=== design 1 ===
design_1/floorplan.png
Pins as bars on the die edge. Tap cells in grey.
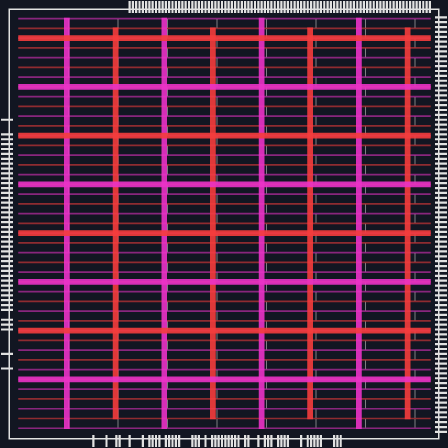

===== src/rtl/mem_arbiter.sv =====
`timescale 1ns/1ps
// mem_arbiter: shares one single-port memory between the fetch and load/store ports.
// Define ARB_ROUND_ROBIN_EN to replace fixed data-over-fetch priority with round robin.
module mem_arbiter #(
  parameter int unsigned MEM_LATENCY = 1,
  parameter int unsigned ADDR_W      = 32,
  parameter int unsigned DATA_W      = 32
) (
  input  logic              clk,
  input  logic              rst,
  input  logic              if_req,
  input  logic [ADDR_W-1:0] if_addr,
  output logic              if_ready,
  output logic              if_rvalid,
  output logic [DATA_W-1:0] if_rdata,
  input  logic              d_req,
  input  logic              d_we,
  input  logic [ADDR_W-1:0] d_addr,
  input  logic [DATA_W-1:0] d_wdata,
  output logic              d_ready,
  output logic              d_rvalid,
  output logic [DATA_W-1:0] d_rdata,
  output logic              mem_en,
  output logic              mem_we,
  output logic [ADDR_W-1:0] mem_addr,
  output logic [DATA_W-1:0] mem_wdata,
  input  logic [DATA_W-1:0] mem_rdata,
  output logic              busy
);

  typedef enum logic [1:0] {IDLE, WAIT, RESP} state_t;
  typedef enum logic {FETCH, DATA} port_t;

  if (MEM_LATENCY < 1 || MEM_LATENCY > 15) begin : g_bad_latency
    $error("mem_arbiter: MEM_LATENCY=%0d outside legal range 1..15", MEM_LATENCY);
  end

  localparam logic [3:0] CNT_LOAD = 4'(MEM_LATENCY - 1);

  state_t     state_q, state_d;
  logic [3:0] cnt_q, cnt_d;
  port_t      owner_q, owner_d;
  logic       store_q, store_d;
  logic       gnt_data, gnt_fetch, data_first;

`ifdef ARB_ROUND_ROBIN_EN
  port_t last_grant;

  always_ff @(posedge clk or posedge rst) begin
    if (rst) begin
      last_grant <= FETCH;
    end else if (gnt_data || gnt_fetch) begin
      last_grant <= gnt_data ? DATA : FETCH;
    end
  end

  assign data_first = (last_grant == FETCH);
`else
  assign data_first = 1'b1;
`endif

  // Grants are also masked by rst so every output reads 0 while reset is held.
  always_comb begin
    gnt_data  = 1'b0;
    gnt_fetch = 1'b0;
    if (state_q != WAIT && !rst) begin
      gnt_data  = d_req && (!if_req || data_first);
      gnt_fetch = if_req && !gnt_data;
    end
  end

  always_comb begin
    state_d = state_q;
    cnt_d   = cnt_q;
    owner_d = owner_q;
    store_d = store_q;
    unique case (state_q)
      IDLE, RESP: begin
        if (gnt_data || gnt_fetch) begin
          state_d = WAIT;
          cnt_d   = CNT_LOAD;
          owner_d = gnt_data ? DATA : FETCH;
          store_d = gnt_data && d_we;
        end else begin
          state_d = IDLE;
        end
      end
      WAIT: begin
        if (cnt_q == '0) begin
          state_d = RESP;
        end else begin
          cnt_d = cnt_q - 4'd1;
        end
      end
      default: state_d = IDLE;
    endcase
  end

  always_comb begin
    mem_addr  = '0;
    mem_wdata = '0;
    if (gnt_data) begin
      mem_addr  = d_addr;
      mem_wdata = d_wdata;
    end else if (gnt_fetch) begin
      mem_addr  = if_addr;
    end
  end

  assign if_ready  = gnt_fetch;
  assign d_ready   = gnt_data;
  assign mem_en    = gnt_data || gnt_fetch;
  assign mem_we    = gnt_data && d_we;
  assign busy      = (state_q == WAIT);
  assign if_rvalid = (state_q == RESP) && (owner_q == FETCH);
  assign d_rvalid  = (state_q == RESP) && (owner_q == DATA);

  always_ff @(posedge clk or posedge rst) begin
    if (rst) begin
      state_q  <= IDLE;
      cnt_q    <= '0;
      owner_q  <= FETCH;
      store_q  <= 1'b0;
      if_rdata <= '0;
      d_rdata  <= '0;
    end else begin
      state_q <= state_d;
      cnt_q   <= cnt_d;
      owner_q <= owner_d;
      store_q <= store_d;
      if (state_q == WAIT && cnt_q == '0) begin
        if (owner_q == FETCH) begin
          if_rdata <= mem_rdata;
        end else begin
          d_rdata <= store_q ? '0 : mem_rdata;
        end
      end
    end
  end

endmodule


===== config.mk =====
export PLATFORM = sky130hd
export DESIGN_NAME = mem_arbiter
export DESIGN_NICKNAME = d
export VERILOG_FILES = /design/src/rtl/mem_arbiter.sv
export SDC_FILE = /design/constraint.sdc
export NUM_CORES = 1
export LEC_CHECK = 0
export ABC_AREA = 1
export CORE_MARGIN = 2
export CORE_UTILIZATION = 30
export CTS_BUF_LIST = sky130_fd_sc_hd__clkbuf_4 sky130_fd_sc_hd__clkbuf_8 sky130_fd_sc_hd__clkbuf_16
export DETAILED_ROUTE_END_ITERATION = 16
export PLACE_DENSITY = 0.69
export SETUP_SLACK_MARGIN = 0.3
export SLEW_MARGIN = 20
export SYNTH_ARGS = -nofsm -noshare
export SYNTH_HDL_FRONTEND = slang
export SYNTH_SLANG_ARGS = --single-unit

===== constraint.sdc =====
create_clock -name clk -period 3.7 [get_ports clk]
set_input_delay 0.37 -clock clk [delete_from_list [all_inputs] [get_ports clk]]
set_output_delay 0.37 -clock clk [all_outputs]
set_load 0.03 [all_outputs]

=== design 2 ===
==> src/rtl/led_sequencer.sv <==
// Paced four-LED pattern sequencer: owns the tick prescaler and pattern index,
// with run/hold/single-step/clear control and a mode/period configuration handshake.
module led_sequencer #(
    parameter int unsigned CLK_DIV = 12000000,
    parameter int unsigned DIV_W   = 24
) (
    input  logic             clk,
    input  logic             rst_n,
    input  logic             run,
    input  logic             step,
    input  logic             clr,
    input  logic             cfg_valid,
    output logic             cfg_ready,
    input  logic [1:0]       cfg_mode,
    input  logic [DIV_W-1:0] cfg_div,
    output logic [3:0]       leds,
    output logic             tick,
    output logic [1:0]       state
);

    typedef enum logic [1:0] {
        ST_IDLE = 2'd0,
        ST_RUN  = 2'd1,
        ST_HOLD = 2'd2
    } state_e;

    state_e           state_q, state_d;
    logic [3:0]       leds_q, leds_d;
    logic             tick_q, tick_d;
    logic [3:0]       idx_q, idx_d;
    logic [DIV_W-1:0] div_cnt_q, div_cnt_d;
    logic [1:0]       mode_q, mode_d;
    logic [DIV_W-1:0] div_q, div_d;
    logic             step_q;

    logic             cfg_fire;
    logic             mode_chg;
    logic             step_rise;
    logic [3:0]       idx_nxt;
    logic [DIV_W-1:0] div_last;

    // LED image for a given mode and pattern position.
    function automatic logic [3:0] pattern(input logic [1:0] m, input logic [3:0] i);
        logic [3:0] p;
        p = 4'b0000;
        case (m)
            2'd0: p = i;
            2'd1: p = 4'b0001 << i[1:0];
            2'd2: p = {4{i[0]}};
            default: begin
                case (i)
                    4'd0:    p = 4'b0001;
                    4'd1:    p = 4'b0010;
                    4'd2:    p = 4'b0100;
                    4'd3:    p = 4'b1000;
                    4'd4:    p = 4'b0100;
                    default: p = 4'b0010;
                endcase
            end
        endcase
        return p;
    endfunction

    // Next pattern position, wrapping at the mode-dependent sequence length.
    function automatic logic [3:0] next_idx(input logic [1:0] m, input logic [3:0] i);
        logic [3:0] last;
        case (m)
            2'd0:    last = 4'd15;
            2'd1:    last = 4'd3;
            2'd2:    last = 4'd1;
            default: last = 4'd5;
        endcase
        return (i >= last) ? 4'd0 : 4'(i + 4'd1);
    endfunction

    assign cfg_ready = (state_q == ST_IDLE) || (state_q == ST_HOLD);
    assign leds      = leds_q;
    assign tick      = tick_q;
    assign state     = state_q;

    always_ff @(posedge clk) begin
        if (!rst_n) begin
            state_q   <= ST_IDLE;
            leds_q    <= 4'b0000;
            tick_q    <= 1'b0;
            idx_q     <= 4'd0;
            div_cnt_q <= '0;
            mode_q    <= 2'd0;
            div_q     <= DIV_W'(CLK_DIV);
            step_q    <= 1'b0;
        end else begin
            state_q   <= state_d;
            leds_q    <= leds_d;
            tick_q    <= tick_d;
            idx_q     <= idx_d;
            div_cnt_q <= div_cnt_d;
            mode_q    <= mode_d;
            div_q     <= div_d;
            step_q    <= step;
        end
    end

    // Period of zero behaves as one: terminal count is then 0.
    assign div_last = (div_q == '0) ? '0 : div_q - DIV_W'(1);

    always_comb begin
        state_d   = state_q;
        leds_d    = leds_q;
        tick_d    = 1'b0;
        idx_d     = idx_q;
        div_cnt_d = div_cnt_q;
        mode_d    = mode_q;
        div_d     = div_q;
        cfg_fire  = cfg_valid && cfg_ready;
        mode_chg  = cfg_fire && (cfg_mode != mode_q);
        step_rise = step && !step_q;
        idx_nxt   = next_idx(mode_q, idx_q);

        if (cfg_fire) begin
            mode_d = cfg_mode;
            div_d  = cfg_div;
        end

        if (clr) begin
            state_d   = ST_IDLE;
            idx_d     = 4'd0;
            leds_d    = 4'b0000;
            div_cnt_d = '0;
        end else begin
            case (state_q)
                ST_IDLE: begin
                    leds_d = 4'b0000;
                    if (run) begin
                        state_d   = ST_RUN;
                        idx_d     = 4'd0;
                        div_cnt_d = '0;
                        leds_d    = pattern(mode_d, 4'd0);
                    end
                end
                ST_RUN: begin
                    if (!run) begin
                        state_d   = ST_HOLD;
                        div_cnt_d = '0;
                    end else if (div_cnt_q >= div_last) begin
                        div_cnt_d = '0;
                        idx_d     = idx_nxt;
                        leds_d    = pattern(mode_q, idx_nxt);
                        tick_d    = 1'b1;
                    end else begin
                        div_cnt_d = div_cnt_q + DIV_W'(1);
                    end
                end
                ST_HOLD: begin
                    if (mode_chg) begin
                        idx_d  = 4'd0;
                        leds_d = pattern(mode_d, 4'd0);
                    end
                    // Resuming wins over a coincident step edge.
                    if (run) begin
                        state_d   = ST_RUN;
                        div_cnt_d = '0;
                    end else if (step_rise && !mode_chg) begin
                        idx_d  = idx_nxt;
                        leds_d = pattern(mode_q, idx_nxt);
                        tick_d = 1'b1;
                    end
                end
                default: begin
                    state_d = ST_IDLE;
                    idx_d   = 4'd0;
                    leds_d  = 4'b0000;
                end
            endcase
        end
    end

endmodule

==> config.mk <==
export PLATFORM = sky130hd
export DESIGN_NAME = led_sequencer
export DESIGN_NICKNAME = d
export VERILOG_FILES = /design/src/rtl/led_sequencer.sv
export SDC_FILE = /design/constraint.sdc
export NUM_CORES = 1
export LEC_CHECK = 0
export ABC_AREA = 0
export CAP_MARGIN = 30
export CORE_MARGIN = 5
export CORE_UTILIZATION = 55
export DETAILED_ROUTE_END_ITERATION = 8
export PLACE_DENSITY = 0.77
export SLEW_MARGIN = 20
export SYNTH_ARGS = -nofsm -noshare
export SYNTH_HDL_FRONTEND = slang
export SYNTH_SLANG_ARGS = --single-unit
==> constraint.sdc <==
create_clock -name clk -period 6.6 [get_ports clk]
set_input_delay 0.99 -clock clk [delete_from_list [all_inputs] [get_ports clk]]
set_output_delay 0.99 -clock clk [all_outputs]
set_load 0.05 [all_outputs]
=== design 3 ===
`config.mk`:
```
export PLATFORM = sky130hd
export DESIGN_NAME = tdm_demux_2ch
export DESIGN_NICKNAME = d
export VERILOG_FILES = /design/src/rtl/tdm_demux_2ch.sv
export SDC_FILE = /design/constraint.sdc
export NUM_CORES = 1
export LEC_CHECK = 0
export ABC_AREA = 1
export CAP_MARGIN = 20
export CORE_MARGIN = 3
export CORE_UTILIZATION = 54
export DETAILED_ROUTE_END_ITERATION = 10
export PLACE_DENSITY = 0.78
export SYNTH_ARGS = -nofsm -noshare
export SYNTH_HDL_FRONTEND = slang
export SYNTH_SLANG_ARGS = --single-unit
```
`constraint.sdc`:
```
create_clock -name clk -period 2 [get_ports clk]
set_clock_uncertainty 0.05 [all_clocks]
set_input_delay 0.2 -clock clk [delete_from_list [all_inputs] [get_ports clk]]
set_output_delay 0.2 -clock clk [all_outputs]
set_load 0.005 [all_outputs]
```
`src/rtl/tdm_demux_2ch.sv`:
```
// Receive side of a 2:1 TDM serial link: aligns to a sync marker and
// rebuilds one WIDTH-bit word per channel from the interleaved bit stream.
module tdm_demux_2ch #(
    parameter int WIDTH = 8
) (
    input  logic             clk,
    input  logic             rst,
    input  logic             demux_in,
    input  logic             in_valid,
    input  logic             sync,
    output logic [WIDTH-1:0] ch0_out,
    output logic [WIDTH-1:0] ch1_out,
    output logic             out_valid,
    output logic             locked,
    output logic             sync_err
);

    localparam int             CW       = $clog2(2 * WIDTH);
    localparam logic [CW-1:0]  CNT_LAST = CW'(2 * WIDTH - 1);
    localparam logic [CW-1:0]  CNT_ONE  = CW'(1);

    typedef enum logic {
        HUNT,
        LOCKED
    } state_e;

    state_e             state_q,     state_d;
    logic [CW-1:0]      cnt_q,       cnt_d;
    logic [WIDTH-1:0]   sh0_q,       sh0_d;
    logic [WIDTH-1:0]   sh1_q,       sh1_d;
    logic [WIDTH-1:0]   ch0_q,       ch0_d;
    logic [WIDTH-1:0]   ch1_q,       ch1_d;
    logic               out_valid_q, out_valid_d;
    logic               sync_err_q,  sync_err_d;

    // Words arrive LSB first, so each channel shifts in from the top; after
    // WIDTH shifts the first bit of the frame sits in bit 0.
    always_comb begin
        // NOTE: every _d gets a default first so no path leaves it unassigned (no latches).
        state_d     = state_q;
        cnt_d       = cnt_q;
        sh0_d       = sh0_q;
        sh1_d       = sh1_q;
        ch0_d       = ch0_q;
        ch1_d       = ch1_q;
        out_valid_d = 1'b0;
        sync_err_d  = 1'b0;

        if (in_valid) begin
            unique case (state_q)
                HUNT: begin
                    if (sync) begin
                        state_d = LOCKED;
                        cnt_d   = CNT_ONE;
                        sh0_d   = {demux_in, {(WIDTH-1){1'b0}}};
                        sh1_d   = '0;
                    end
                end
                LOCKED: begin
                    if (sync && cnt_q != '0) begin
                        // Realign: drop the partial frame, this bit starts a new one.
                        sync_err_d = 1'b1;
                        cnt_d      = CNT_ONE;
                        sh0_d      = {demux_in, {(WIDTH-1){1'b0}}};
                        sh1_d      = '0;
                    end else begin
                        if (cnt_q[0]) begin
                            sh1_d = {demux_in, sh1_q[WIDTH-1:1]};
                        end else begin
                            sh0_d = {demux_in, sh0_q[WIDTH-1:1]};
                        end
                        if (cnt_q == CNT_LAST) begin
                            ch0_d       = sh0_d;
                            ch1_d       = sh1_d;
                            out_valid_d = 1'b1;
                            cnt_d       = '0;
                        end else begin
                            cnt_d = cnt_q + CNT_ONE;
                        end
                    end
                end
                default: state_d = HUNT;
            endcase
        end
    end

    always_ff @(posedge clk) begin
        // NOTE: sequential state uses non-blocking assignments only.
        if (rst) begin
            state_q     <= HUNT;
            cnt_q       <= '0;
            sh0_q       <= '0;
            sh1_q       <= '0;
            ch0_q       <= '0;
            ch1_q       <= '0;
            out_valid_q <= 1'b0;
            sync_err_q  <= 1'b0;
        end else begin
            state_q     <= state_d;
            cnt_q       <= cnt_d;
            sh0_q       <= sh0_d;
            sh1_q       <= sh1_d;
            ch0_q       <= ch0_d;
            ch1_q       <= ch1_d;
            out_valid_q <= out_valid_d;
            sync_err_q  <= sync_err_d;
        end
    end

    assign ch0_out   = ch0_q;
    assign ch1_out   = ch1_q;
    assign out_valid = out_valid_q;
    assign sync_err  = sync_err_q;
    assign locked    = (state_q == LOCKED);

endmodule

```
design_1/class_map.png
Bar = 20 um.
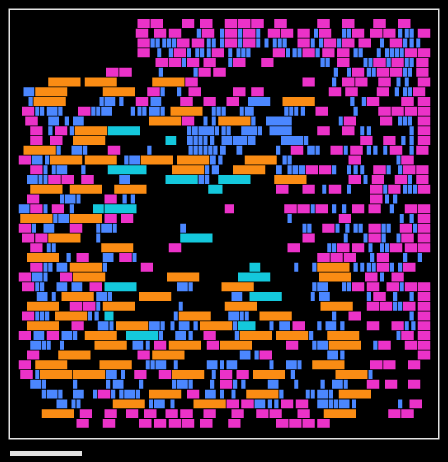
| class | colour | cells | share of their area |
|---|---|---|---|
| registers | orange | 72 | 27% |
| remaining buffers and delay cells | magenta | 268 | 40% |
| remaining logic cells | blue | 409 | 29% |
| clock drivers and dummy loads | cyan | 16 | 4.6% |

Notes on design_1/floorplan.png above:
| net | colour |
|---|---|
| VDD | red |
| VSS | magenta |
signal pins: 268
tap cells: 176
met4 straps: 8
met5 straps: 8
rows: 42

==> impl_metrics.toml, design 1 <==
# physical design summary
[synthesis]
edf_count = 0
synthFlopType = "dfrtp_1"
yosys_cells = 505
fa_ha_area_share_pct = 0.313
top_cell = "nand2_1"
syn_nets = 639
synthTopLogicFamily = "simple AND/OR/NAND/NOR gates"
synthCells = 505
ys.warnings.count = 0
synth_flop_count = 72

[run_status]
outcome = "complete, no violations"

[sta]
totalNegativeSetupSlack_ns = 0
skew_ns = 0.0131
max_freq_mhz = 332
period_used_pct = 81.3
hold_viol = 0

[global_routing]
grt_max_degree = 74
gr-total-overflow = 0

[setup_path]
crit_path_end = "mem_addr[14]"
path_class = "reg -> out"
critical_path.max_stage_delay_ns = 0.67
critical_path_required_ns = 3.33

[layout]
flop_area_um2 = 1800
logic_gate_count = 331
synthToLayoutAreaGrowth_pct = 75.0
layoutNonFillerInstCount = 941
clock_buffers = 10
seq-cell-share_pct = 25.8
stdcell_area_um2 = 6980
comb_area_share_pct = 23.9

[clock_network]
cts-root-buf = "clkbuf_16"
cts_tree = "yes"
h-tree-depth = 3

[placement]
place_area_um2 = 6670
post-place-ws_ns = 0.770

[power_and_ir_drop]
switching_share_pct = 45.3
p_seq_share_pct = 26.0

[job]
warning_count = 26

[floorplan]
ios = 268
die_x_um = 119

[hold_path]
min_to = "d_rdata[6]$_DFFE_PP0P_"

[detailed_routing]
wl_met3_um = 1430
vias = 4087
design 1: sequential cells by signal, indices dropped and copies added, names as in the netlist:
| signal | cells |
|---|---|
| store_q | 1 |
| cnt_q | 4 |
| owner_q | 1 |
| state_q | 2 |
| if_rdata | 32 |
| d_rdata | 32 |
design 1: power by group through the flow:
stage | registers (mW) | logic, mW | clock network (mW)
finish | 1.39 | 3.05 | 0.899
global route | 1.43 | 3.26 | 0.955
CTS | 1.39 | 3.09 | 0.924
detailed placement | 1.40 | 3.08 | 0
global placement | 1.38 | 3.04 | 0
floorplan | 2.03 | 1.25 | 0
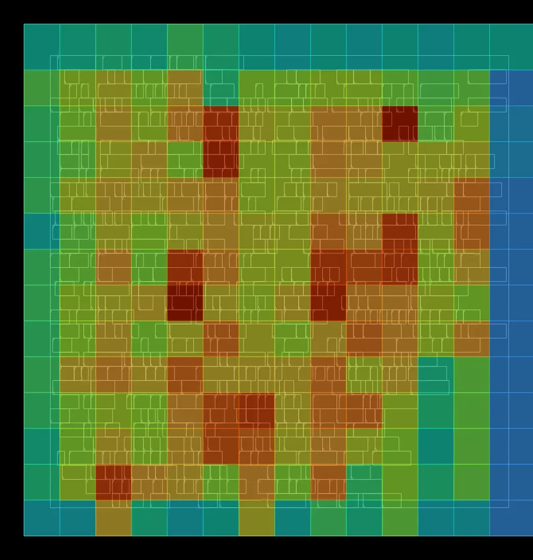
design_2/congestion_map.png
global-route met1 utilization: 31.9%
GR peak layer: met2
GR Layer Usage met3: 3.61%

==> impl_metrics.toml, design 2 <==
# physical design summary
[global_routing]
grt_pass1_wl_um = 17700
antenna_found_initial = 0
grtUsageTotal_pct = 21.8

[placement]
place_area_um2 = 4740

[floorplan]
tapCellCount = 102
chipArea_um2 = 9710

[detailed_routing]
dr_wl_met2_um = 4490
routed.top_layer = "met4"

[power_and_ir_drop]
combinationalPower_uw = 138
internal_power_uw = 682
irDropWorstVdd_v = 0.000140
power_leader = "registers"

[synthesis]
ys_seq_share_pct = 28.8
fa_ha_area_share_pct = 11.6
synth_flop_count = 62
synth.area.mux_share_pct = 0.929
synth_cell_type_count = 52

[layout]
clock_buffers = 11
n_all_buffers = 41

[run_status]
outcome = "complete, no violations"

[setup_path]
critical_path_required_ns = 6.87
cp-start-kind = "flop"

[clock_network]
cts_resized = 0

[sta]
min_period_ns = 4.49
slew_headroom_pct = 40.6
max_freq_mhz = 223
hold_viol = 0

[hold_path]
holdPathStages = 2
min_to = "leds[3]$_SDFFE_PP0P_"
min_from = "leds[3]$_SDFFE_PP0P_"
==> design 2: stage by stage <==
step | setup WS (ns) | util, %
2_1_floorplan | 3.12 | -
3_3_place_gp | 2.13 | 61.6
3_5_place_dp | 1.91 | 61.6
4_1_cts | 1.86 | 64.7
5_1_grt | 1.61 | 64.9
6_report | 2.11 | 64.9
==> design 2: synthesized netlist by cell type (16+ instances only) <==
cell,instances
nand2_1,127
nand3_1,30
dfxtp_1,62
nor2_1,35
clkbuf_1,19
a21oi_1,34
xnor2_1,16
nor3_1,16
inv_1,18
a21boi_0,18
o21ai_0,32
ha_1,40
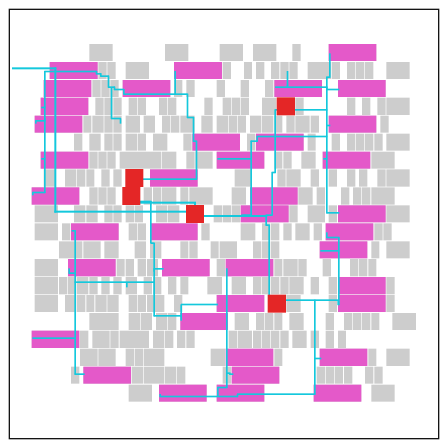
design_3/clock_wires.png
[clock-net drivers] red | count: 5
[flip-flops] magenta | count: 39
[clock wires] cyan | length: 429 um
routed clock nets: 6
flops lie: all over the die

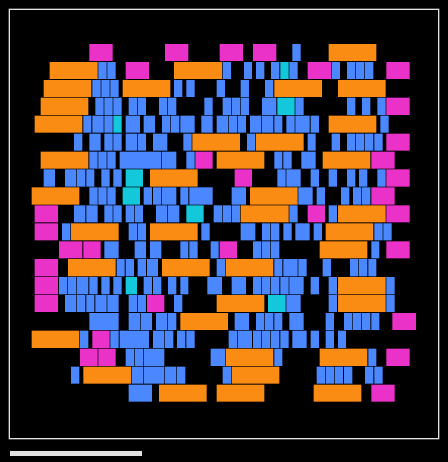
design_3/class_map.png
Bar = 20 um.
| class | colour | cells | share of their area |
|---|---|---|---|
| clock drivers and dummy loads | cyan | 8 | 2.3% |
| remaining buffers and delay cells | magenta | 32 | 14% |
| registers | orange | 39 | 36% |
| remaining logic cells | blue | 235 | 48% |

==> impl_metrics.toml, design 3 <==
# physical design summary
[setup_path]
cp-startpoint = "cnt_q[0]$_SDFFE_PP0P_"
cp_num_cells = 7
cpMaxStageDelayCell = "dfxtp_1"

[detailed_routing]
wl_per_cell_um = 10.1

[synthesis]
syn_area_um2 = 1880
synth.area.mux_share_pct = 0
synth_cell_type_count = 22

[layout]
final_cell_mix = "nand2_1 (93), inv_1 (53), dfxtp_1 (39), nor2_1 (28), clkdlybuf4s50_1 (23)"

[run_status]
outcome = "complete, no violations"

[sta]
drv_slew = 0
hold_viol = 0

[global_routing]
grtUsageTotal_pct = 19.8

[power_and_ir_drop]
netSwitchingPower_uw = 378

[placement]
hpwlAfterDp_um = 2610

[job]
cap_violations = 0
[design 3: metal layers]
metal  vias up  global-route usage [%]
li1        931                       -
met1       739                    24.6
met2        44                    32.6
met3         2                    3.99
met4         0                    9.50
met5         -                       0
[design 3: final cells by class]
| class | instances | area [um2] | share of cell area (%) |
|---|---|---|---|
| timing repair buffer | 32 | 298 | 13.5 |
| sequential | 39 | 781 | 35.3 |
| inverter | 57 | 215 | 9.72 |
| clock inverter | 1 | 5.00 | 0.226 |
| multi-input combinational | 178 | 815 | 36.8 |
| clock buffer | 7 | 45.0 | 2.04 |
| tap | 44 | 55.1 | 2.49 |

==> notes/layouts.md <==
Pictures saved along the way, in no particular order.

Register map, names as in the netlist.
Other sequential cells in the stronger grey, the rest of the logic in the fainter grey.
image #1
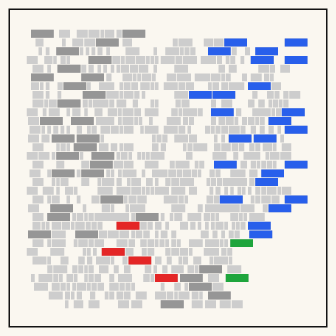
image #2
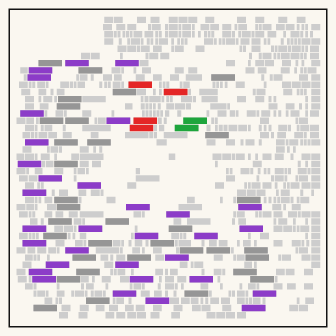
image #3
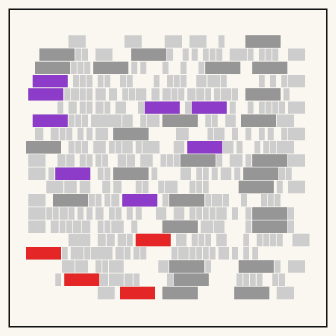
design 3: image #3
design 1: image #2
design 2: image #1
Of these, fewest sequential cells: image #3
Of these, most cells: image #2


=== design 4 ===
===== src/rtl/ps2_pkg.sv =====
// rtl/ps2_pkg.sv - shared PS/2 receiver types and scan-code constants
package ps2_pkg;

  // Receive FSM states
  typedef enum logic [1:0] {
    ST_IDLE   = 2'd0,
    ST_DATA   = 2'd1,
    ST_PARITY = 2'd2,
    ST_STOP   = 2'd3
  } ps2_state_e;

  // start + 8 data + parity + stop
  localparam int PS2_FRAME_BITS = 11;

  // Prefix codes consumed by the downstream scan-code decoder
  localparam logic [7:0] PS2_BREAK = 8'hF0;
  localparam logic [7:0] PS2_EXT0  = 8'hE0;
  localparam logic [7:0] PS2_EXT1  = 8'hE1;

endpackage


===== src/rtl/ps2_line_filter.sv =====
// rtl/ps2_line_filter.sv - kbclk synchroniser with run-length glitch filter
module ps2_line_filter #(
  parameter int SYNC_STAGES = 2,
  parameter int FILTER_LEN  = 4
) (
  input  logic clk,
  input  logic rst_n,
  input  logic line_i,
  output logic level_o,
  output logic fall_o
);

  localparam int RW = (FILTER_LEN > 1) ? $clog2(FILTER_LEN) : 1;
  localparam logic [RW-1:0] RUN_LAST = RW'(FILTER_LEN - 1);

  logic [SYNC_STAGES-1:0] sync_q;
  logic                   level_q;
  logic [RW-1:0]          run_q;
  logic                   fall_q;
  logic                   sync_bit;

  assign sync_bit = sync_q[SYNC_STAGES-1];

  // Synchronise the raw line, then flip the level only after a full run of differing samples
  always_ff @(posedge clk or negedge rst_n) begin
    if (!rst_n) begin
      sync_q  <= '1;
      level_q <= 1'b1;
      run_q   <= '0;
      fall_q  <= 1'b0;
    end else begin
      sync_q <= {sync_q[SYNC_STAGES-2:0], line_i};
      fall_q <= 1'b0;
      if (sync_bit == level_q) begin
        run_q <= '0;
      end else if (run_q == RUN_LAST) begin
        level_q <= ~level_q;
        run_q   <= '0;
        fall_q  <= level_q;
      end else begin
        run_q <= run_q + 1'b1;
      end
    end
  end

  assign level_o = level_q;
  assign fall_o  = fall_q;

endmodule


===== src/rtl/ps2_frame_rx.sv =====
// rtl/ps2_frame_rx.sv - PS/2 frame receiver producing validated scan codes
module ps2_frame_rx
  import ps2_pkg::*;
#(
  parameter int SYNC_STAGES    = 2,
  parameter int FILTER_LEN     = 4,
  parameter int TIMEOUT_CYCLES = 50000
) (
  input  logic       clk,
  input  logic       rst_n,
  input  logic       kbclk,
  input  logic       kbdata,
  output logic [7:0] code,
  output logic       code_valid,
  output logic       parity_err,
  output logic       frame_err,
  output logic       busy
);

  localparam int TW = (TIMEOUT_CYCLES > 1) ? $clog2(TIMEOUT_CYCLES) : 1;
  localparam logic [TW-1:0] TMO_LAST = TW'(TIMEOUT_CYCLES - 1);

  logic                   kbclk_level;
  logic                   fall_strobe;
  logic                   edge_seen;
  logic [SYNC_STAGES-1:0] data_sync_q;
  logic                   data_bit;

  ps2_state_e             state_q;
  logic [2:0]             bit_cnt_q;
  logic [7:0]             shift_q;
  logic                   parity_q;
  logic [TW-1:0]          tmo_q;
  logic [7:0]             code_q;
  logic                   code_valid_q;
  logic                   parity_err_q;
  logic                   frame_err_q;
  logic                   busy_q;

  ps2_line_filter #(
    .SYNC_STAGES (SYNC_STAGES),
    .FILTER_LEN  (FILTER_LEN)
  ) u_clk_filter (
    .clk     (clk),
    .rst_n   (rst_n),
    .line_i  (kbclk),
    .level_o (kbclk_level),
    .fall_o  (fall_strobe)
  );

  // The strobe always coincides with a low filtered level; qualifying keeps the two consistent
  assign edge_seen = fall_strobe & ~kbclk_level;
  assign data_bit  = data_sync_q[SYNC_STAGES-1];

  // kbdata is stable around the falling edge, so synchronisation alone suffices
  always_ff @(posedge clk or negedge rst_n) begin
    if (!rst_n) begin
      data_sync_q <= '1;
    end else begin
      data_sync_q <= {data_sync_q[SYNC_STAGES-2:0], kbdata};
    end
  end

  // Frame capture FSM with timeout; outcome pulses land the cycle after the deciding edge
  always_ff @(posedge clk or negedge rst_n) begin
    if (!rst_n) begin
      state_q      <= ST_IDLE;
      bit_cnt_q    <= 3'd0;
      shift_q      <= 8'h00;
      parity_q     <= 1'b0;
      tmo_q        <= '0;
      code_q       <= 8'h00;
      code_valid_q <= 1'b0;
      parity_err_q <= 1'b0;
      frame_err_q  <= 1'b0;
      busy_q       <= 1'b0;
    end else begin
      code_valid_q <= 1'b0;
      parity_err_q <= 1'b0;
      frame_err_q  <= 1'b0;
      if (state_q == ST_IDLE) begin
        tmo_q <= '0;
        if (edge_seen && !data_bit) begin
          state_q   <= ST_DATA;
          bit_cnt_q <= 3'd0;
          busy_q    <= 1'b1;
        end
      end else if (edge_seen) begin
        // an edge on the terminal count still wins over the timeout
        tmo_q <= '0;
        case (state_q)
          ST_DATA: begin
            shift_q   <= {data_bit, shift_q[7:1]};
            bit_cnt_q <= bit_cnt_q + 3'd1;
            if (bit_cnt_q == 3'd7) begin
              state_q <= ST_PARITY;
            end
          end
          ST_PARITY: begin
            parity_q <= data_bit;
            state_q  <= ST_STOP;
          end
          ST_STOP: begin
            state_q <= ST_IDLE;
            busy_q  <= 1'b0;
            if (!data_bit) begin
              frame_err_q <= 1'b1;
            end else if ((^shift_q ^ parity_q) != 1'b1) begin
              parity_err_q <= 1'b1;
            end else begin
              code_q       <= shift_q;
              code_valid_q <= 1'b1;
            end
          end
          default: begin
            state_q <= ST_IDLE;
            busy_q  <= 1'b0;
          end
        endcase
      end else if (tmo_q == TMO_LAST) begin
        state_q     <= ST_IDLE;
        busy_q      <= 1'b0;
        frame_err_q <= 1'b1;
        tmo_q       <= '0;
      end else begin
        tmo_q <= tmo_q + 1'b1;
      end
    end
  end

  assign code       = code_q;
  assign code_valid = code_valid_q;
  assign parity_err = parity_err_q;
  assign frame_err  = frame_err_q;
  assign busy       = busy_q;

endmodule


===== config.mk =====
export PLATFORM = sky130hd
export DESIGN_NAME = ps2_frame_rx
export DESIGN_NICKNAME = d
export VERILOG_FILES = /design/src/rtl/ps2_pkg.sv /design/src/rtl/ps2_line_filter.sv /design/src/rtl/ps2_frame_rx.sv
export SDC_FILE = /design/constraint.sdc
export NUM_CORES = 1
export LEC_CHECK = 0
export CORE_UTILIZATION = 41
export CTS_CLUSTER_DIAMETER = 50
export DETAILED_ROUTE_END_ITERATION = 7
export HOLD_SLACK_MARGIN = 0.02
export PLACE_DENSITY = 0.61
export SETUP_SLACK_MARGIN = 0.5
export SLEW_MARGIN = 20
export SYNTH_ARGS = -nofsm -noshare
export SYNTH_HDL_FRONTEND = slang
export SYNTH_SLANG_ARGS = --single-unit

===== constraint.sdc =====
create_clock -name clk -period 4.5 [get_ports clk]
set_clock_uncertainty 0.1 [all_clocks]
set_input_delay 0.675 -clock clk [delete_from_list [all_inputs] [get_ports clk]]
set_output_delay 0.675 -clock clk [all_outputs]
set_load 0.005 [all_outputs]

=== design 5 ===
==> src/rtl/inst_decode_pkg.sv <==
// Shared opcode constants, control-field encodings and the decoded control word
// for the decode stage.
package inst_decode_pkg;

  localparam logic [6:0] OpMova = 7'b0000000;
  localparam logic [6:0] OpInc  = 7'b0000001;
  localparam logic [6:0] OpAdd  = 7'b0000010;
  localparam logic [6:0] OpSub  = 7'b0000101;
  localparam logic [6:0] OpDec  = 7'b0000110;
  localparam logic [6:0] OpAnd  = 7'b0001000;
  localparam logic [6:0] OpOr   = 7'b0001001;
  localparam logic [6:0] OpXor  = 7'b0001010;
  localparam logic [6:0] OpNot  = 7'b0001011;
  localparam logic [6:0] OpMovb = 7'b0001100;
  localparam logic [6:0] OpShr  = 7'b0001101;
  localparam logic [6:0] OpShl  = 7'b0001110;
  localparam logic [6:0] OpAdi  = 7'b1000010;
  localparam logic [6:0] OpLdi  = 7'b1001100;
  localparam logic [6:0] OpLd   = 7'b0010000;
  localparam logic [6:0] OpSt   = 7'b0100000;
  localparam logic [6:0] OpBrz  = 7'b1100000;
  localparam logic [6:0] OpBrn  = 7'b1100001;
  localparam logic [6:0] OpJmp  = 7'b1110000;

  typedef enum logic [3:0] {
    FsMova = 4'b0000,
    FsInc  = 4'b0001,
    FsAdd  = 4'b0010,
    FsSub  = 4'b0101,
    FsDec  = 4'b0110,
    FsAnd  = 4'b1000,
    FsOr   = 4'b1001,
    FsXor  = 4'b1010,
    FsNot  = 4'b1011,
    FsMovb = 4'b1100,
    FsShr  = 4'b1101,
    FsShl  = 4'b1110
  } fs_e;

  typedef enum logic [1:0] {
    BsInc = 2'b00,
    BsBr  = 2'b01,
    BsJmp = 2'b10
  } bs_e;

  typedef enum logic [1:0] {
    MdFunc = 2'b00,
    MdMem  = 2'b01
  } md_e;

  typedef struct packed {
    logic mb;
    fs_e  fs;
    md_e  md;
    logic rw;
    logic mw;
    bs_e  bs;
    logic ps;
    logic ill;
  } ctrl_word_t;

endpackage

==> src/rtl/inst_decode_comb.sv <==
// Pure opcode decoder: control word plus source-register usage flags.
module inst_decode_comb
  import inst_decode_pkg::*;
#(
  parameter int unsigned OPW = 7
) (
  input  logic [OPW-1:0] opcode,
  output ctrl_word_t     ctrl,
  output logic           uses_a,
  output logic           uses_b
);

  logic b_op;

  always_comb begin
    ctrl   = '0;
    uses_a = 1'b1;
    b_op   = 1'b0;
    unique case (opcode)
      OPW'(OpMova): begin ctrl.fs = FsMova; ctrl.rw = 1'b1; end
      OPW'(OpInc):  begin ctrl.fs = FsInc;  ctrl.rw = 1'b1; end
      OPW'(OpAdd):  begin ctrl.fs = FsAdd;  ctrl.rw = 1'b1; b_op = 1'b1; end
      OPW'(OpSub):  begin ctrl.fs = FsSub;  ctrl.rw = 1'b1; b_op = 1'b1; end
      OPW'(OpDec):  begin ctrl.fs = FsDec;  ctrl.rw = 1'b1; end
      OPW'(OpAnd):  begin ctrl.fs = FsAnd;  ctrl.rw = 1'b1; b_op = 1'b1; end
      OPW'(OpOr):   begin ctrl.fs = FsOr;   ctrl.rw = 1'b1; b_op = 1'b1; end
      OPW'(OpXor):  begin ctrl.fs = FsXor;  ctrl.rw = 1'b1; b_op = 1'b1; end
      OPW'(OpNot):  begin ctrl.fs = FsNot;  ctrl.rw = 1'b1; end
      OPW'(OpMovb): begin ctrl.fs = FsMovb; ctrl.rw = 1'b1; b_op = 1'b1; uses_a = 1'b0; end
      OPW'(OpShr):  begin ctrl.fs = FsShr;  ctrl.rw = 1'b1; b_op = 1'b1; uses_a = 1'b0; end
      OPW'(OpShl):  begin ctrl.fs = FsShl;  ctrl.rw = 1'b1; b_op = 1'b1; uses_a = 1'b0; end
      OPW'(OpAdi):  begin ctrl.fs = FsAdd;  ctrl.rw = 1'b1; ctrl.mb = 1'b1; end
      OPW'(OpLdi):  begin ctrl.fs = FsMovb; ctrl.rw = 1'b1; ctrl.mb = 1'b1; uses_a = 1'b0; end
      OPW'(OpLd):   begin ctrl.md = MdMem;  ctrl.rw = 1'b1; end
      OPW'(OpSt):   begin ctrl.mw = 1'b1;   b_op = 1'b1; end
      OPW'(OpBrz):  begin ctrl.bs = BsBr; end
      OPW'(OpBrn):  begin ctrl.bs = BsBr;   ctrl.ps = 1'b1; end
      OPW'(OpJmp):  begin ctrl.bs = BsJmp; end
      // Unknown opcodes become a NOP that reads nothing, so they can never stall.
      default:      begin ctrl.ill = 1'b1;  uses_a = 1'b0; end
    endcase
    uses_b = b_op && !ctrl.mb;
  end

endmodule

==> src/rtl/inst_decode_stage.sv <==
// Registered decode stage: valid/ready pipeline register, per-register pending
// scoreboard and RAW hazard stall.
module inst_decode_stage
  import inst_decode_pkg::*;
#(
  parameter int unsigned RAW = 3,
  parameter int unsigned OPW = 7,
  parameter int unsigned IW  = OPW + 3 * RAW
) (
  input  logic           clk,
  input  logic           rst,
  input  logic           in_valid,
  output logic           in_ready,
  input  logic [IW-1:0]  in_inst,
  input  logic           flush,
  input  logic           wb_valid,
  input  logic [RAW-1:0] wb_addr,
  output logic           out_valid,
  input  logic           out_ready,
  output logic [RAW-1:0] DA,
  output logic [RAW-1:0] AA,
  output logic [RAW-1:0] BA,
  output logic           MB,
  output logic [RAW-1:0] IMM,
  output logic [3:0]     FS,
  output logic [1:0]     MD,
  output logic           RW,
  output logic           MW,
  output logic [1:0]     BS,
  output logic           PS,
  output logic           ILL
);

  localparam int unsigned NReg = 2 ** RAW;

  logic [OPW-1:0] opcode;
  logic [RAW-1:0] dr, sa, sb;
  ctrl_word_t     ctrl_dec;
  logic           uses_a, uses_b;

  ctrl_word_t     ctrl_q;
  logic [RAW-1:0] da_q, aa_q, ba_q;
  logic           out_valid_q;
  logic [NReg-1:0] pend_q, pend_d, pend_eff, wb_mask, set_mask;
  logic           haz, accept, out_fire;

  assign opcode = in_inst[IW-1 -: OPW];
  assign dr     = in_inst[3*RAW-1 -: RAW];
  assign sa     = in_inst[2*RAW-1 -: RAW];
  assign sb     = in_inst[RAW-1:0];

  inst_decode_comb #(
    .OPW (OPW)
  ) u_comb (
    .opcode (opcode),
    .ctrl   (ctrl_dec),
    .uses_a (uses_a),
    .uses_b (uses_b)
  );

  // A writeback clear is applied before the hazard check so a stalled reader
  // can issue in the same cycle the result lands.
  assign wb_mask  = wb_valid ? (NReg'(1) << wb_addr) : '0;
  assign pend_eff = pend_q & ~wb_mask;
  assign out_fire = out_valid_q && out_ready;
  assign set_mask = (out_fire && ctrl_q.rw) ? (NReg'(1) << da_q) : '0;
  assign pend_d   = pend_eff | set_mask;

  assign haz      = (uses_a && pend_eff[sa]) || (uses_b && pend_eff[sb]);
  assign in_ready = !rst && !flush && !haz && (!out_valid_q || out_ready);
  assign accept   = in_valid && in_ready;

  always_ff @(posedge clk) begin
    if (rst) begin
      out_valid_q <= 1'b0;
      ctrl_q      <= '0;
      da_q        <= '0;
      aa_q        <= '0;
      ba_q        <= '0;
      pend_q      <= '0;
    end else begin
      pend_q <= pend_d;
      if (flush) begin
        out_valid_q <= 1'b0;
      end else if (accept) begin
        out_valid_q <= 1'b1;
        ctrl_q      <= ctrl_dec;
        da_q        <= dr;
        aa_q        <= sa;
        ba_q        <= sb;
      end else if (out_ready) begin
        out_valid_q <= 1'b0;
      end
    end
  end

  assign out_valid = out_valid_q;
  assign DA        = da_q;
  assign AA        = aa_q;
  assign BA        = ba_q;
  assign IMM       = ba_q;
  assign MB        = ctrl_q.mb;
  assign FS        = ctrl_q.fs;
  assign MD        = ctrl_q.md;
  assign RW        = ctrl_q.rw;
  assign MW        = ctrl_q.mw;
  assign BS        = ctrl_q.bs;
  assign PS        = ctrl_q.ps;
  assign ILL       = ctrl_q.ill;

endmodule
==> config.mk <==
export PLATFORM = sky130hd
export DESIGN_NAME = inst_decode_stage
export DESIGN_NICKNAME = d
export VERILOG_FILES = /design/src/rtl/inst_decode_pkg.sv /design/src/rtl/inst_decode_comb.sv /design/src/rtl/inst_decode_stage.sv
export SDC_FILE = /design/constraint.sdc
export NUM_CORES = 1
export LEC_CHECK = 0
export CORE_MARGIN = 2
export CORE_UTILIZATION = 54
export CTS_CLUSTER_DIAMETER = 80
export DETAILED_ROUTE_END_ITERATION = 16
export PLACE_DENSITY = 0.86
export RECOVER_POWER = 25
export SYNTH_ARGS = -nofsm -noshare
export SYNTH_HDL_FRONTEND = slang
export SYNTH_HIERARCHICAL = 1
export SYNTH_SLANG_ARGS = --single-unit
==> constraint.sdc <==
create_clock -name clk -period 5.2 [get_ports clk]
set_clock_uncertainty 0.1 [all_clocks]
set_input_delay 0.52 -clock clk [delete_from_list [all_inputs] [get_ports clk]]
set_output_delay 0.52 -clock clk [all_outputs]
set_load 0.01 [all_outputs]
design_5/class_map.png
Bar = 20 um.
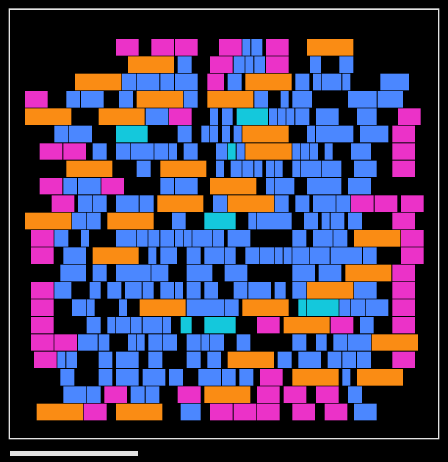
| class | colour | cells | share of their area |
|---|---|---|---|
| remaining logic cells | blue | 203 | 53% |
| registers | orange | 31 | 24% |
| remaining buffers and delay cells | magenta | 52 | 20% |
| clock drivers and dummy loads | cyan | 8 | 3.1% |

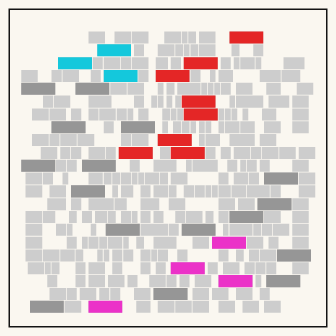
design_5/ff_map.png
Other sequential cells in the stronger grey, the rest of the logic in the fainter grey.
| name in the netlist | colour | placed flops |
|---|---|---|
| FS | magenta | 4 |
| pend_q | red | 8 |
| DA | cyan | 3 |

==> impl_metrics.toml, design 5 <==
# physical design summary
[run_status]
outcome = "complete, no violations"

[clock_network]
cts_tree = "yes"

[layout]
mostFrequentLayoutCell = "nand2b_1"
seq-cell-share_pct = 23.4
largest_reg_flops = 8
bufAreaShareNonClock_pct = 19.5

[detailed_routing]
drt_iter0_drc = 126
wl_per_cell_um = 14.7

[setup_path]
cpMostUsedCell = "clkdlybuf4s50_1"

[synthesis]
synth.area.mux_share_pct = 11.3
synthFlopType = "dfxtp_1"
ys_area_um2 = 2150

[sta]
setup_slack_ns = 1.20

[global_routing]
grt_max_degree = 55

[power_and_ir_drop]
switching_share_pct = 26.7

[floorplan]
die_h_um = 67.0
-- design 5: per-layer routing --
layer  vias to the layer above  share of wire [%]  GRT usage (%)
met2                        76                 45           36.4
met4                         0                2.2           9.18
met3                        11                6.0           5.57
li1                        964                  -              -
met1                       883                 46           32.3
met5                         -                  0              0
-- design 5: final timing paths --
kind	from	to	depth (start not counted)
min reg2reg	FS[1]$_SDFFE_PP0P_	FS[1]$_SDFFE_PP0P_	2
max reg2reg	pend_q[7]$_SDFF_PP0_	FS[0]$_SDFFE_PP0P_	6
min	FS[1]$_SDFFE_PP0P_	FS[1]$_SDFFE_PP0P_	2
max	in_inst[9]	in_ready	9
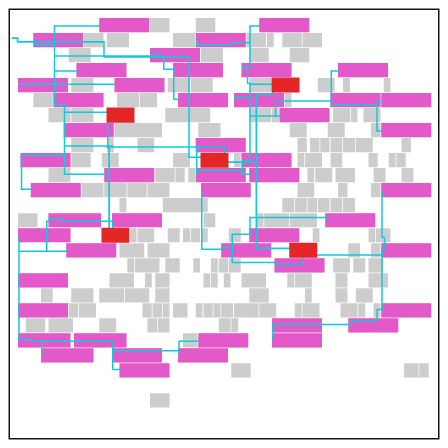
design_4/clock_wires.png
[clock-net drivers] red | count: 5
[clock wires] cyan | length: 609 um
[flip-flops] magenta | count: 50
flops lie: all over the die

==> impl_metrics.toml, design 4 <==
# physical design summary
[run_status]
outcome = "complete, no violations"

[detailed_routing]
dr.pass1.iters = 4
drcViolationCount = 0
routed_via_density = 5.17

[floorplan]
initCoreUtil_pct = 42.5
die_x_um = 77.5
num_rows = 27

[clock_network]
cts_setup_buffers = 0
clkSinkCount = 50

[power_and_ir_drop]
power.total_uw = 963
p_per_area_nw_per_um2 = 363
clkPwrFrac_pct = 27.7
power_leader = "registers"

[sta]
max_freq_mhz = 436
slew_headroom_pct = 57.8
drv_slew = 0
min_period_ns = 2.29

[synthesis]
synthTopCellsByCount = "dfrtp_1 (45), mux2_2 (18), nor2_1 (15), nand2_1 (11)"
synth-simple-area-share_pct = 16.0
ys_async_sr_fraction_pct = 100
edf_count = 0
syn_nets = 209

[placement]
post-place-ws_ns = 2.21

[setup_path]
cp.buffers_inverters = 1
r2r_start = "state_q[0]$_DFFE_PN0P_"

[layout]
nFillCells = 486
==> design 4: routing by layer <==
layer  global-route usage (%)  wire (um)  vias up  share of wire [%]
met5                        0          0        -                  0
met4                     6.23         44        0                1.1
met3                     3.76         97        5                2.5
met2                     23.6       1830       16                 47
met1                     18.8       1910      737                 49
li1                         -          -      720                  -
==> design 4: final cells by class <==
class / count / share of cell area [%]
clock buffer: 8 / 3.40
inverter: 7 / 0.992
multi-input combinational: 133 / 39.0
sequential: 50 / 47.5
tap: 72 / 3.40
timing repair buffer: 16 / 5.76


==> gallery <==
Congestion heat map.
(a)
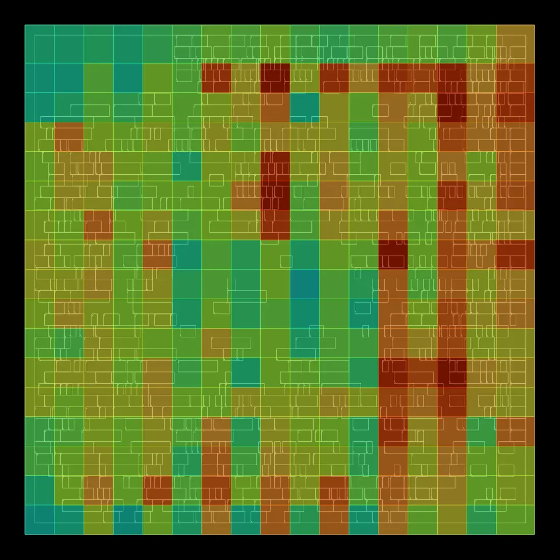
(b)
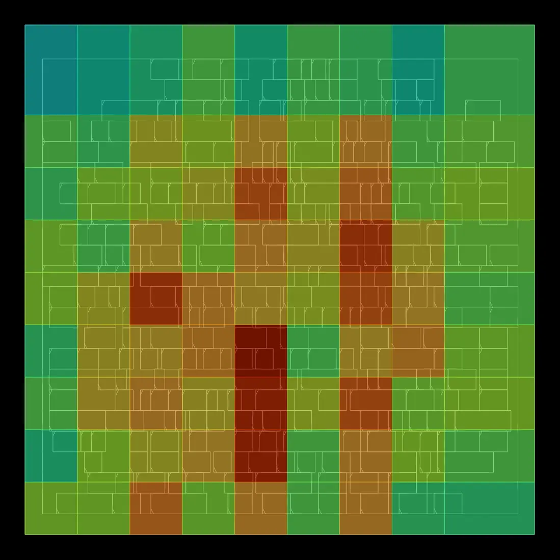
(c)
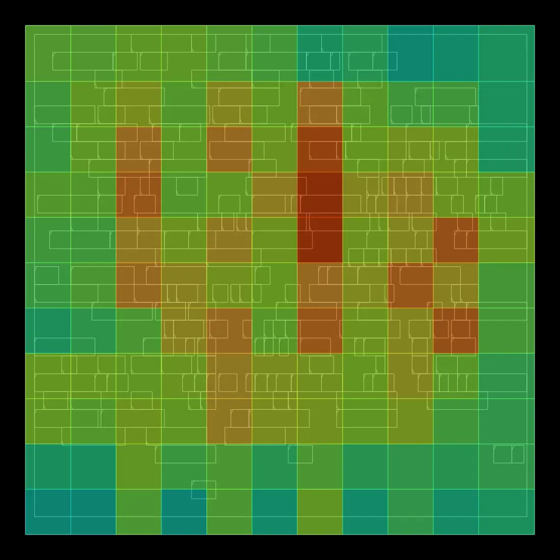
Of these, lowest track usage: (c)
Of these, highest utilization: (b)
(c) -> design 4
(a) -> design 1
(b) -> design 5

No activity file was given, so power comes from the tool's default toggle rates.
